######## store_commit_queue ########
## src/rtl/store_commit_queue.sv

```systemverilog
// store_commit_queue: in-order store queue tracking alloc/exec/commit per entry
// and presenting the oldest committed store to the memory arbiter.
module store_commit_queue #(
    parameter int DEPTH  = 8,
    parameter int ROB_W  = 5,
    parameter int ADDR_W = 16,
    parameter int DATA_W = 16
) (
    input  logic                       clk,
    input  logic                       rst,
    input  logic                       alloc_valid,
    input  logic [ROB_W-1:0]           alloc_rob_addr,
    output logic                       alloc_ready,
    output logic [$clog2(DEPTH)-1:0]   alloc_idx,
    input  logic                       exec_valid,
    input  logic [$clog2(DEPTH)-1:0]   exec_idx,
    input  logic [ADDR_W-1:0]          exec_addr,
    input  logic [DATA_W-1:0]          exec_data,
    input  logic                       commit_valid,
    input  logic [ROB_W-1:0]           commit_rob_addr,
    input  logic                       flush,
    input  logic                       pop,
    output logic                       ready,
    output logic [ROB_W-1:0]           rob_addr,
    output logic [ADDR_W-1:0]          mem_addr,
    output logic [DATA_W-1:0]          mem_data,
    output logic [$clog2(DEPTH):0]     count,
    output logic                       commit_err
);
    localparam int IW = $clog2(DEPTH);

    typedef enum logic [1:0] {FREE, ALLOC, EXEC, CMTD} state_t;

    state_t              st     [DEPTH];
    logic [ROB_W-1:0]    rob    [DEPTH];
    logic [ADDR_W-1:0]   addr_q [DEPTH];
    logic [DATA_W-1:0]   data_q [DEPTH];
    logic [IW-1:0]       head, tail, cmt;
    logic [IW:0]         ucnt;
    logic                commit_hit, do_alloc, do_exec, do_commit, do_pop;

    assign alloc_ready = count != (IW+1)'(DEPTH);
    assign alloc_idx   = tail;
    assign ready       = st[head] == CMTD;
    assign rob_addr    = rob[head];
    assign mem_addr    = addr_q[head];
    assign mem_data    = data_q[head];

    // cmt always points at the oldest uncommitted entry, so a FREE or COMMITTED slot there means nothing to commit
    assign commit_hit = st[cmt] == EXEC && rob[cmt] == commit_rob_addr;
    assign do_commit  = commit_valid && commit_hit;
    assign do_alloc   = alloc_valid && alloc_ready && !flush;
    assign do_exec    = exec_valid && st[exec_idx] == ALLOC && !flush;
    assign do_pop     = pop && ready;

    always_ff @(posedge clk or posedge rst) begin
        if (rst) begin
            for (int i = 0; i < DEPTH; i++) begin
                st[i]     <= FREE;
                rob[i]    <= '0;
                addr_q[i] <= '0;
                data_q[i] <= '0;
            end
            head       <= '0;
            tail       <= '0;
            cmt        <= '0;
            ucnt       <= '0;
            count      <= '0;
            commit_err <= 1'b0;
        end else begin
            if (do_exec) begin
                st[exec_idx]     <= EXEC;
                addr_q[exec_idx] <= exec_addr;
                data_q[exec_idx] <= exec_data;
            end
            if (do_alloc) begin
                st[tail]  <= ALLOC;
                rob[tail] <= alloc_rob_addr;
                tail      <= tail + 1'b1;
            end
            if (do_commit) begin
                st[cmt] <= CMTD;
                cmt     <= cmt + 1'b1;
            end
            if (commit_valid && !commit_hit)
                commit_err <= 1'b1;
            if (do_pop) begin
                st[head] <= FREE;
                head     <= head + 1'b1;
            end
            // Flush keeps the entry committing this cycle; everything younger is squashed
            if (flush) begin
                for (int i = 0; i < DEPTH; i++)
                    if ((st[i] == ALLOC || st[i] == EXEC) && !(do_commit && IW'(i) == cmt))
                        st[i] <= FREE;
                tail  <= cmt + IW'(do_commit);
                ucnt  <= '0;
                count <= count - ucnt + (IW+1)'(do_commit) - (IW+1)'(do_pop);
            end else begin
                ucnt  <= ucnt + (IW+1)'(do_alloc) - (IW+1)'(do_commit);
                count <= count + (IW+1)'(do_alloc) - (IW+1)'(do_pop);
            end
        end
    end
endmodule

```

## config.mk

```make
export PLATFORM = sky130hd
export DESIGN_NAME = store_commit_queue
export DESIGN_NICKNAME = d
export VERILOG_FILES = /design/src/rtl/store_commit_queue.sv
export SDC_FILE = /design/constraint.sdc
export NUM_CORES = 1
export LEC_CHECK = 0
export ABC_CLOCK_PERIOD_IN_PS = 24400
export CAP_MARGIN = 20
export CORE_MARGIN = 4
export CORE_UTILIZATION = 40
export CTS_CLUSTER_DIAMETER = 200
export CTS_CLUSTER_SIZE = 20
export DETAILED_ROUTE_END_ITERATION = 8
export PLACE_DENSITY = 0.57
export REMOVE_ABC_BUFFERS = 1
export SLEW_MARGIN = 20
export SYNTH_ARGS = -nofsm -noshare
export SYNTH_HDL_FRONTEND = slang
export SYNTH_SLANG_ARGS = --single-unit
```

## constraint.sdc

```tcl
create_clock -name clk -period 24.4 [get_ports clk]
set_clock_uncertainty 0.1 [all_clocks]
set_input_delay 4.88 -clock clk [delete_from_list [all_inputs] [get_ports clk]]
set_output_delay 4.88 -clock clk [all_outputs]
set_load 0.02 [all_outputs]
```

######## syn_lb_fabric ########
## src/rtl/syn_lb_fabric.sv

```systemverilog
// Local-bus fabric: registers one master request, routes it to the slave picked by the upper
// address bits, and returns its completion, a decode-miss error or a timeout error.
module syn_lb_fabric #(
    parameter int                  P_NUM_SLAVES = 4,
    parameter int                  P_DATA_W     = 32,
    parameter int                  P_ADDR_W     = 16,
    parameter int                  P_SLV_ADDR_W = 12,
    parameter int                  P_TIMEOUT    = 255,
    parameter logic [P_DATA_W-1:0] P_ERR_DATA   = 'hDEADBABE
) (
    input  logic                             clk_ir,
    input  logic                             rst_il,
    input  logic                             mst_rd_en,
    input  logic                             mst_wr_en,
    input  logic [P_ADDR_W-1:0]              mst_addr,
    input  logic [P_DATA_W-1:0]              mst_wr_data,
    output logic                             mst_rd_valid,
    output logic                             mst_wr_valid,
    output logic [P_DATA_W-1:0]              mst_rd_data,
    output logic                             mst_err,
    output logic                             mst_busy,
    output logic [7:0]                       err_cnt,
    output logic [P_NUM_SLAVES-1:0]          slv_rd_en,
    output logic [P_NUM_SLAVES-1:0]          slv_wr_en,
    output logic [P_SLV_ADDR_W-1:0]          slv_addr,
    output logic [P_DATA_W-1:0]              slv_wr_data,
    input  logic [P_NUM_SLAVES-1:0]          slv_rd_valid,
    input  logic [P_NUM_SLAVES-1:0]          slv_wr_valid,
    input  logic [P_NUM_SLAVES*P_DATA_W-1:0] slv_rd_data
);

    localparam int SEL_W = P_ADDR_W - P_SLV_ADDR_W;

    typedef enum logic [1:0] {IDLE, ISSUE, WAIT} state_t;

    state_t                  state;
    logic [SEL_W-1:0]        sel_p0;
    logic [P_SLV_ADDR_W-1:0] addr_p0;
    logic [P_DATA_W-1:0]     wdata_p0;
    logic                    dir_wr_p0;
    logic [15:0]             tmo_cnt;

    logic [SEL_W-1:0]        req_sel;
    logic                    req_any;
    logic                    req_mapped;
    logic [P_NUM_SLAVES-1:0] req_onehot;
    logic [P_NUM_SLAVES-1:0] sel_onehot;
    logic [P_NUM_SLAVES-1:0] allow_rd;
    logic [P_NUM_SLAVES-1:0] allow_wr;
    logic                    hit;
    logic                    stray;
    logic                    timeout;
    logic                    violation;
    logic [P_DATA_W-1:0]     rd_mux;

    function automatic logic [7:0] sat_inc(input logic [7:0] v);
        return (v == 8'hFF) ? v : v + 8'd1;
    endfunction

    assign req_sel    = mst_addr[P_ADDR_W-1:P_SLV_ADDR_W];
    assign req_any    = mst_rd_en | mst_wr_en;
    assign req_mapped = 32'(req_sel) < P_NUM_SLAVES;
    assign req_onehot = P_NUM_SLAVES'(1) << req_sel;
    assign sel_onehot = P_NUM_SLAVES'(1) << sel_p0;

    // Only the captured slave, in the captured direction, may answer while a transaction is live.
    assign allow_rd   = (state != IDLE && !dir_wr_p0) ? sel_onehot : '0;
    assign allow_wr   = (state != IDLE &&  dir_wr_p0) ? sel_onehot : '0;
    assign hit        = |(slv_rd_valid & allow_rd) | |(slv_wr_valid & allow_wr);
    assign stray      = |(slv_rd_valid & ~allow_rd) | |(slv_wr_valid & ~allow_wr);
    assign timeout    = (state == WAIT) && !hit && (tmo_cnt == 16'(P_TIMEOUT - 1));
    assign violation  = stray | timeout |
                        ((state == IDLE) ? (mst_rd_en & mst_wr_en) : req_any);

    always_comb begin
        rd_mux = '0;
        for (int i = 0; i < P_NUM_SLAVES; i++) begin
            if (sel_p0 == SEL_W'(i)) rd_mux = slv_rd_data[i*P_DATA_W +: P_DATA_W];
        end
    end

    assign mst_busy    = (state != IDLE);
    assign slv_addr    = addr_p0;
    assign slv_wr_data = wdata_p0;

    always_ff @(posedge clk_ir or negedge rst_il) begin
        if (!rst_il) begin
            state        <= IDLE;
            sel_p0       <= '0;
            addr_p0      <= '0;
            wdata_p0     <= '0;
            dir_wr_p0    <= 1'b0;
            tmo_cnt      <= '0;
            err_cnt      <= '0;
            mst_rd_valid <= 1'b0;
            mst_wr_valid <= 1'b0;
            mst_rd_data  <= '0;
            mst_err      <= 1'b0;
            slv_rd_en    <= '0;
            slv_wr_en    <= '0;
        end else begin
            mst_rd_valid <= 1'b0;
            mst_wr_valid <= 1'b0;
            mst_rd_data  <= '0;
            mst_err      <= 1'b0;
            slv_rd_en    <= '0;
            slv_wr_en    <= '0;
            if (violation) err_cnt <= sat_inc(err_cnt);

            case (state)
                // Capture stage: a write wins over a simultaneous read.
                IDLE: begin
                    if (req_any) begin
                        sel_p0    <= req_sel;
                        addr_p0   <= mst_addr[P_SLV_ADDR_W-1:0];
                        wdata_p0  <= mst_wr_data;
                        dir_wr_p0 <= mst_wr_en;
                        if (req_mapped) begin
                            state     <= ISSUE;
                            slv_wr_en <= mst_wr_en ? req_onehot : '0;
                            slv_rd_en <= mst_wr_en ? '0 : req_onehot;
                        end else begin
                            mst_wr_valid <= mst_wr_en;
                            mst_rd_valid <= !mst_wr_en;
                            mst_err      <= 1'b1;
                            mst_rd_data  <= mst_wr_en ? '0 : P_ERR_DATA;
                        end
                    end
                end
                // Response stage: ISSUE already accepts a same-cycle slave answer.
                ISSUE, WAIT: begin
                    if (hit) begin
                        state        <= IDLE;
                        mst_rd_valid <= !dir_wr_p0;
                        mst_wr_valid <= dir_wr_p0;
                        mst_rd_data  <= dir_wr_p0 ? '0 : rd_mux;
                    end else if (state == ISSUE) begin
                        state   <= WAIT;
                        tmo_cnt <= '0;
                    end else if (timeout) begin
                        state        <= IDLE;
                        mst_rd_valid <= !dir_wr_p0;
                        mst_wr_valid <= dir_wr_p0;
                        mst_err      <= 1'b1;
                        mst_rd_data  <= dir_wr_p0 ? '0 : P_ERR_DATA;
                    end else begin
                        tmo_cnt <= tmo_cnt + 16'd1;
                    end
                end
                default: state <= IDLE;
            endcase
        end
    end

endmodule
```

## config.mk

```make
export PLATFORM = sky130hd
export DESIGN_NAME = syn_lb_fabric
export DESIGN_NICKNAME = d
export VERILOG_FILES = /design/src/rtl/syn_lb_fabric.sv
export SDC_FILE = /design/constraint.sdc
export NUM_CORES = 1
export LEC_CHECK = 0
export CAP_MARGIN = 15
export CORE_MARGIN = 2
export CORE_UTILIZATION = 37
export DETAILED_ROUTE_END_ITERATION = 10
export PLACE_DENSITY = 0.74
export SLEW_MARGIN = 20
export SYNTH_ARGS = -nofsm -noshare
export SYNTH_HDL_FRONTEND = slang
export SYNTH_SLANG_ARGS = --single-unit
```

## constraint.sdc

```tcl
create_clock -name clk_ir -period 2.5 [get_ports clk_ir]
set_input_delay 0.375 -clock clk_ir [delete_from_list [all_inputs] [get_ports clk_ir]]
set_output_delay 0.375 -clock clk_ir [all_outputs]
set_load 0.005 [all_outputs]
```

**syn_lb_fabric: clock routing**

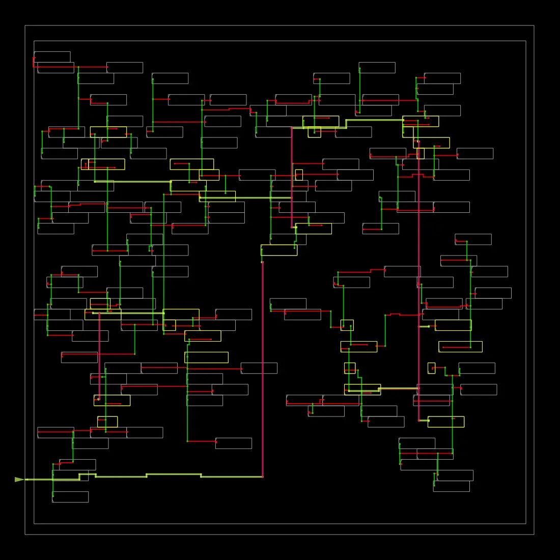
number of buffers inserted during clock tree synthesis: 17
number of clock-tree buffers in the layout: 20
count of flip-flops and latches: 118

==> results.json, syn_lb_fabric <==
{
  "run_status": "complete, no violations",
  "detail-route-antenna-nets": 0,
  "top_area_cell": "dfrtp_1",
  "post-route-min-period_ps": 2360,
  "timing.rr.start": "tmo_cnt[13]",
  "n_all_inverters": 6,
  "gr-usage-all-layers_pct": 23.4,
  "cts.clk_slew.worst_paths_ps": 60,
  "die_area_um2": 16600,
  "crit_path_max_delay_family": "simple AND/OR/NAND/NOR gates",
  "clock_cell_area_share_pct": 6.43,
  "grt.met3_usage_pct": 7.14,
  "sequentialPower_mw": 3.00,
  "count_of_cells_along_the_worst_register_to_register_path": 7,
  "final.setup.tns_ps": 0,
  "met3WireLength_um": 1270,
  "syn_area_per_cell_um2": 11.0,
  "power_combinational_mw": 4.04,
  "power_per_cell_area_nw_per_um2": 994,
  "post_synth_most_frequent_cells": "118 x dfrtp_1, 51 x mux2_2, 42 x a22oi_1",
  "fraction_of_final_layout_cells_sized_beyond_drive_strength_1_pct": 15.4,
  "io-pin-count": 284,
  "netlist_area_um2": 5780,
  "power_frac_comb_pct": 42.3,
  "die_x_um": 129,
  "layout.area.top_class": "non-clock buffers",
  "final-max-slew-violation-count": 0,
  "path_buffers": 1,
  "synth-xor-area-share_pct": 2.57,
  "bufAreaShareNonClock_pct": 32.0,
  "switching_share_pct": 31.8,
  "powerClk_mw": 2.52,
  "tool_warnings": 30,
  "critical_path.endpoint": "mst_rd_data[15]",
  "crit-reg2reg-capture": "mst_rd_data[15]",
  "rsz0062_at_grt": "false",
  "p_seq_share_pct": 31.4,
  "worst_setup_path_startpoint": "tmo_cnt[13]",
  "setup.worst_path.start_class": "flop",
  "sequential_cell_area_um2": 2950,
  "cts-hold-fix-buffers": 1,
  "first_global_vias": 5770,
  "ys_sh_mux_pct": 11.0,
  "globalRoute.busiestLayer": "met2"
}
==> syn_lb_fabric: stage by stage <==
stage / setup WS [ps] / hold WS, ps / instance area [um^2] / std cells
6_report: 136 / 492 / 9620 / 1040
5_1_grt: 16.6 / 512 / 9620 / 1040
4_1_cts: 6.43 / 492 / 9600 / 1040
3_5_place_dp: 23.8 / 387 / 8980 / 1007
3_3_place_gp: 58.9 / 382 / 8980 / 1007
2_1_floorplan: 125 / 79.4 / 5780 / 527
**store_commit_queue: clock network drawn from the DEF**

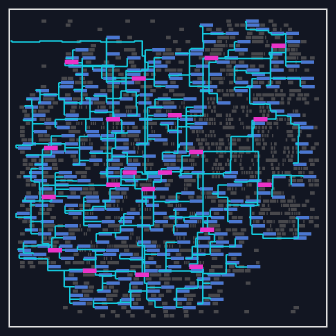
[blue] flip-flops | count: 330
[magenta] clock-net drivers | count: 20
[cyan] clock wires | length: 4010 um
routed clock nets: 21
flops lie: spread over the die
clock distribution power: 0.332 mW
Clock Latency Late Sink: 530 ps
share of power burned in the clock network: 24.5%

**store_commit_queue: power grid**

The bar under the picture is 50 um long. Pins as bars on the die edge.
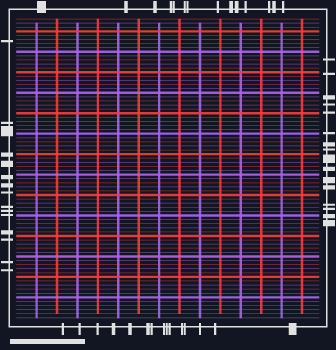
| color | net |
|---|---|
| purple | VSS |
| red | VDD |
met5 straps: 14
signal pins: 99
rows: 73

==> results.json, store_commit_queue <==
{
  "run_status": "complete, no violations",
  "remaining_drc_errors": 0,
  "clock-root-buffer": "clkbuf_16",
  "tritoncts": "done",
  "edf_count": 0,
  "die-height_um": 210,
  "maximum_number_of_pins_on_one_net_before_global_route_repair": 186,
  "first_pass_grt_wire_length_um": 63300,
  "min_from": "data_q[125]",
  "setup.worst_path.start_class": "flop",
  "post-place-cells": 1832,
  "num_vias": 10200,
  "final.setup.tns_ps": 0,
  "synth-xor-area-share_pct": 1.50,
  "finalSetupViolations": 0,
  "core_area_um2": 40000,
  "finalNonFillerCells": 1857,
  "globalRouteMet1Util_pct": 26.3
}
-- store_commit_queue: state kept, by name, indices dropped and copies added (netlist names) --
register and flops:
addr_q 128, alloc_idx 3, cmt 3, commit_err 1
count 4, data_q 128, head 3, rob 40
st 16, ucnt 4
-- store_commit_queue: area by class of cell --
cell class                      count  area, um^2
Tap cell                          525         657
Clock inverter                      2        27.5
Fill cell                        3608       21600
Sequential cell                   330        8270
Clock buffer                       21         504
Inverter                           24        97.6
Multi-Input combinational cell    837        7660
Timing Repair Buffer              118        1170

==> layout pictures side by side <==
Routed metal, one color a layer.
The bar under the picture is 50 um long. Only two layers are drawn.
(a)
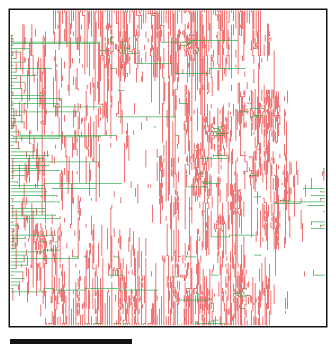
(b)
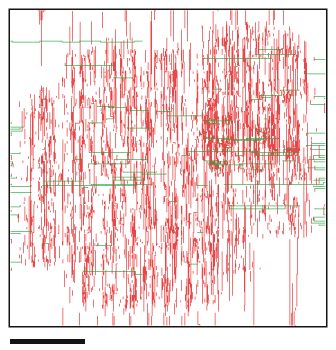
| from | picture |
|---|---|
| store_commit_queue | (b) |
| syn_lb_fabric | (a) |
The one with the most wire is (b).


######## uart_cmd_receiver ########
<file path="src/rtl/uart_cmd_receiver.sv">
// uart_cmd_receiver: 8N1 UART byte receiver feeding an 0xA5-framed command parser
// Ports:
//   clk       - system clock, rising edge
//   rst_n     - asynchronous active-low reset
//   uart_rx   - asynchronous serial input, idle high, 8N1, LSB first
//   cmd_valid - one-cycle pulse when a complete valid frame closes
//   cmd       - command byte of the last valid frame
//   cmd_data  - 32-bit payload of the last valid frame, first payload byte in [31:24]
//   frame_err - one-cycle pulse when a frame aborts (stop error, checksum error, timeout)
//   busy      - high from header acceptance until the frame closes
// Build option: define CMD_RX_CHECKSUM_EN to require a trailing mod-256 checksum byte
module uart_cmd_receiver #(
  parameter int CLK_FREQ       = 50_000_000,
  parameter int BAUD           = 115200,
  parameter int TIMEOUT_CYCLES = 50_000
) (
  input  logic        clk,
  input  logic        rst_n,
  input  logic        uart_rx,
  output logic        cmd_valid,
  output logic [7:0]  cmd,
  output logic [31:0] cmd_data,
  output logic        frame_err,
  output logic        busy
);
  localparam int CPB  = CLK_FREQ / BAUD;
  localparam int HALF = CPB / 2;
  localparam int CW   = $clog2(CPB + 1);
  localparam int TW   = $clog2(TIMEOUT_CYCLES + 1);
  typedef enum logic [1:0] {B_IDLE, B_START, B_DATA, B_STOP} byte_state_t;
`ifdef CMD_RX_CHECKSUM_EN
  typedef enum logic [1:0] {F_HDR, F_CMD, F_DATA, F_CSUM} frame_state_t;
`else
  typedef enum logic [1:0] {F_HDR, F_CMD, F_DATA} frame_state_t;
`endif
  logic [1:0]    r_sync;
  byte_state_t   r_bstate;
  logic [CW-1:0] r_cnt;
  logic [2:0]    r_bit;
  logic [7:0]    r_shift;
  logic          r_byte_vld;
  logic          r_stop_err;
  frame_state_t  r_fstate;
  logic [1:0]    r_pcnt;
  logic [7:0]    r_cmd_tmp;
`ifdef CMD_RX_CHECKSUM_EN
  logic [31:0]   r_data_tmp;
  logic [7:0]    r_sum;
`else
  logic [23:0]   r_data_tmp;
`endif
  logic [TW-1:0] r_tcnt;
  logic          w_rx;
  logic          w_bit_end;
  logic          w_half_end;
  logic          w_tmax;
  logic          w_timeout;
  logic [31:0]   w_data_next;

  assign w_rx        = r_sync[1];
  assign w_bit_end   = r_cnt == CW'(CPB - 1);
  assign w_half_end  = r_cnt == CW'(HALF - 1);
  assign w_tmax      = r_tcnt == TW'(TIMEOUT_CYCLES - 1);
  // a byte in flight holds off the timeout; the counter saturates meanwhile
  assign w_timeout   = busy && w_tmax && r_bstate == B_IDLE;
  // r_shift holds the delivered byte until the next byte's data phase starts
  assign w_data_next = {r_data_tmp[23:0], r_shift};

  always_ff @(posedge clk or negedge rst_n) begin
    if (!rst_n) r_sync <= 2'b11;
    else        r_sync <= {r_sync[0], uart_rx};
  end

  always_ff @(posedge clk or negedge rst_n) begin
    if (!rst_n) begin
      r_bstate   <= B_IDLE;
      r_cnt      <= '0;
      r_bit      <= '0;
      r_shift    <= '0;
      r_byte_vld <= 1'b0;
      r_stop_err <= 1'b0;
    end else begin
      r_byte_vld <= 1'b0;
      r_stop_err <= 1'b0;
      case (r_bstate)
        B_IDLE: begin
          r_cnt <= '0;
          r_bit <= '0;
          if (!w_rx) r_bstate <= B_START;
        end
        B_START: begin
          r_cnt <= w_half_end ? '0 : r_cnt + 1'b1;
          if (w_half_end) r_bstate <= w_rx ? B_IDLE : B_DATA;
        end
        B_DATA: begin
          r_cnt <= w_bit_end ? '0 : r_cnt + 1'b1;
          if (w_bit_end) begin
            r_shift <= {w_rx, r_shift[7:1]};
            r_bit   <= r_bit + 3'd1;
            if (r_bit == 3'd7) r_bstate <= B_STOP;
          end
        end
        default: begin
          r_cnt <= w_bit_end ? '0 : r_cnt + 1'b1;
          if (w_bit_end) begin
            r_byte_vld <= w_rx;
            r_stop_err <= ~w_rx;
            r_bstate   <= B_IDLE;
          end
        end
      endcase
    end
  end

  always_ff @(posedge clk or negedge rst_n) begin
    if (!rst_n) begin
      r_fstate   <= F_HDR;
      r_pcnt     <= '0;
      r_cmd_tmp  <= '0;
      r_data_tmp <= '0;
      r_tcnt     <= '0;
      cmd_valid  <= 1'b0;
      frame_err  <= 1'b0;
      busy       <= 1'b0;
      cmd        <= '0;
      cmd_data   <= '0;
`ifdef CMD_RX_CHECKSUM_EN
      r_sum      <= '0;
`endif
    end else begin
      cmd_valid <= 1'b0;
      frame_err <= 1'b0;
      if (r_stop_err && busy) begin
        frame_err <= 1'b1;
        busy      <= 1'b0;
        r_fstate  <= F_HDR;
      end else if (r_byte_vld) begin
        r_tcnt <= '0;
        case (r_fstate)
          F_HDR: if (r_shift == 8'hA5) begin
            busy     <= 1'b1;
            r_fstate <= F_CMD;
          end
          F_CMD: begin
            r_cmd_tmp <= r_shift;
            r_pcnt    <= '0;
            r_fstate  <= F_DATA;
`ifdef CMD_RX_CHECKSUM_EN
            r_sum     <= r_shift;
`endif
          end
          F_DATA: begin
            r_pcnt     <= r_pcnt + 2'd1;
`ifdef CMD_RX_CHECKSUM_EN
            r_data_tmp <= w_data_next;
            r_sum      <= r_sum + r_shift;
            if (r_pcnt == 2'd3) r_fstate <= F_CSUM;
`else
            r_data_tmp <= w_data_next[23:0];
            if (r_pcnt == 2'd3) begin
              cmd       <= r_cmd_tmp;
              cmd_data  <= w_data_next;
              cmd_valid <= 1'b1;
              busy      <= 1'b0;
              r_fstate  <= F_HDR;
            end
`endif
          end
`ifdef CMD_RX_CHECKSUM_EN
          F_CSUM: begin
            cmd_valid <= r_shift == r_sum;
            frame_err <= r_shift != r_sum;
            if (r_shift == r_sum) begin
              cmd      <= r_cmd_tmp;
              cmd_data <= r_data_tmp;
            end
            busy     <= 1'b0;
            r_fstate <= F_HDR;
          end
`endif
          default: r_fstate <= F_HDR;
        endcase
      end else if (w_timeout) begin
        frame_err <= 1'b1;
        busy      <= 1'b0;
        r_fstate  <= F_HDR;
      end else if (busy && !w_tmax) begin
        r_tcnt <= r_tcnt + 1'b1;
      end
    end
  end
endmodule

</file>
<file path="config.mk">
export PLATFORM = sky130hd
export DESIGN_NAME = uart_cmd_receiver
export DESIGN_NICKNAME = d
export VERILOG_FILES = /design/src/rtl/uart_cmd_receiver.sv
export SDC_FILE = /design/constraint.sdc
export NUM_CORES = 1
export LEC_CHECK = 0
export CORE_MARGIN = 1.5
export CORE_UTILIZATION = 31
export DETAILED_ROUTE_END_ITERATION = 12
export GPL_ROUTABILITY_DRIVEN = 0
export GPL_TIMING_DRIVEN = 0
export PLACE_DENSITY_LB_ADDON = 0.1
export SLEW_MARGIN = 20
export SYNTH_ARGS = -nofsm -noshare
export SYNTH_HDL_FRONTEND = slang
export SYNTH_SLANG_ARGS = --single-unit
</file>
<file path="constraint.sdc">
create_clock -name clk -period 3.4 [get_ports clk]
set_input_delay 0.68 -clock clk [delete_from_list [all_inputs] [get_ports clk]]
set_output_delay 0.68 -clock clk [all_outputs]
set_load 0.03 [all_outputs]
</file>
==> results.json <==
{
  "critical-path-slowest-cell": "dfrtp_1",
  "wl_per_cell_um": 14.4,
  "top_power_group": "clock",
  "finalSetupViolations": 0,
  "fin_hold_ws_ps": 167,
  "maximum_single_stage_delay_on_the_critical_path_ps": 430,
  "switchingPower_mw": 0.629,
  "run_status": "complete, no violations",
  "met2WireLength_um": 4400,
  "worst_setup_path_startpoint": "r_cnt[3]",
  "aoi_share_pct": 5.28,
  "share_of_the_final_layout_cell_area_in_sequential_cells_pct": 46.9,
  "comb-cell-share_pct": 30.8,
  "worst_pin_slew_ps": 716,
  "drt-pass1-iter-count": 4,
  "clock_cell_area_share_pct": 8.85,
  "sequential_cell_area_um2": 3030,
  "ys_sh_mux_pct": 18.4,
  "globalRoute.busiestLayer": "met2",
  "synth-xor-area-share_pct": 2.39,
  "largest-register": "cmd_data",
  "critical_path_arrival_ps": 2460,
  "syn-num-nets": 400,
  "top_area_cell": "dfrtp_1",
  "p_seq_share_pct": 45.1,
  "power_frac_comb_pct": 1.2,
  "gr-usage-all-layers_pct": 12.7,
  "path_cells": "nor4bb_1, nand4_1, nor3_1, buf_4, mux2_2",
  "finalNonFillerCells": 680
}
[cells in the mapped netlist (2+ instances only)]
cell type    n
a21oi_1      8
a22o_1       2
a31o_2       2
buf_1        5
buf_4        2
clkbuf_1     3
dfrtp_1    119
dfstp_2      2
ha_1        11
inv_1       14
mux2_1       5
mux2_2      78
nand2_1     15
nand2b_1     5
nand3_1     13
nand4_1      3
nand4b_1     2
nor2_1      24
nor2b_1      5
nor3_1       6
nor4_1       3
nor4bb_1     2
o2111ai_1    2
o211ai_1     4
o21ai_0     10
or3_1        7
or4bb_1      2
xnor2_1     12
xor2_1       2
**uart_cmd_receiver: clock routing**

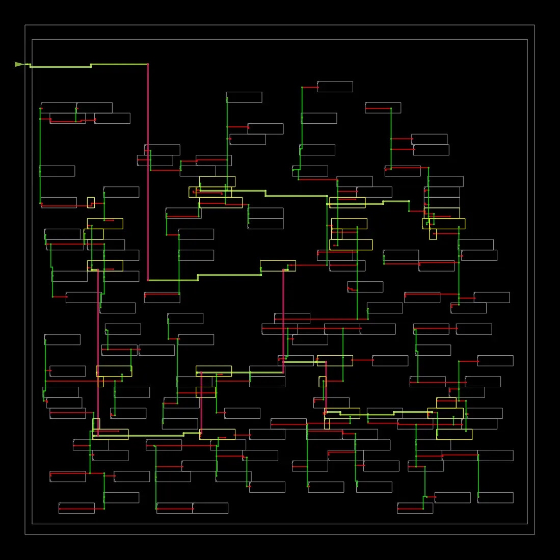
number of clock-tree buffers in the layout: 22
count of flip-flops and latches: 121
worst setup skew after layout: 3.44 ps
clock distribution power: 1.72 mW



==> screenshots <==
Placement by cell class.
Fill, decap, tap and diode cells in gray.
image #1
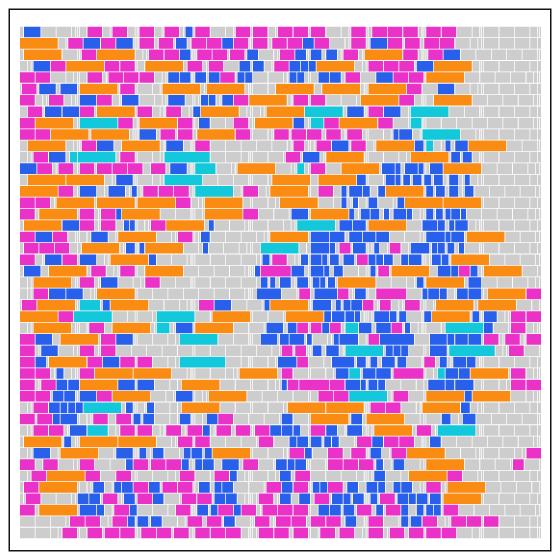
image #2
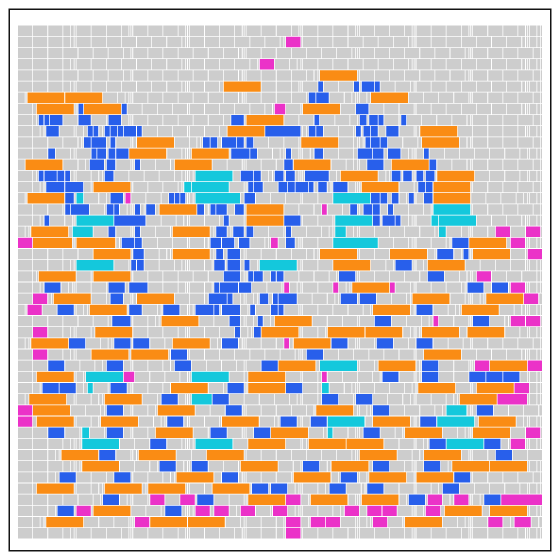
image #3
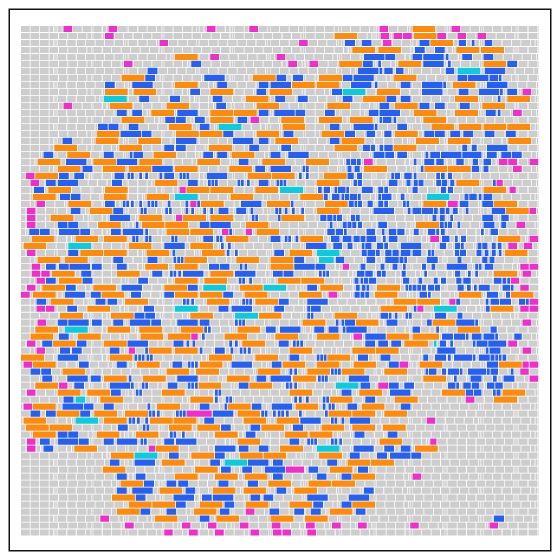
Of these, most cells: image #3
| picture | from |
|---|---|
| image #3 | store_commit_queue |
| image #1 | syn_lb_fabric |
| image #2 | uart_cmd_receiver |

No activity file was given, so power comes from the tool's default toggle rates.
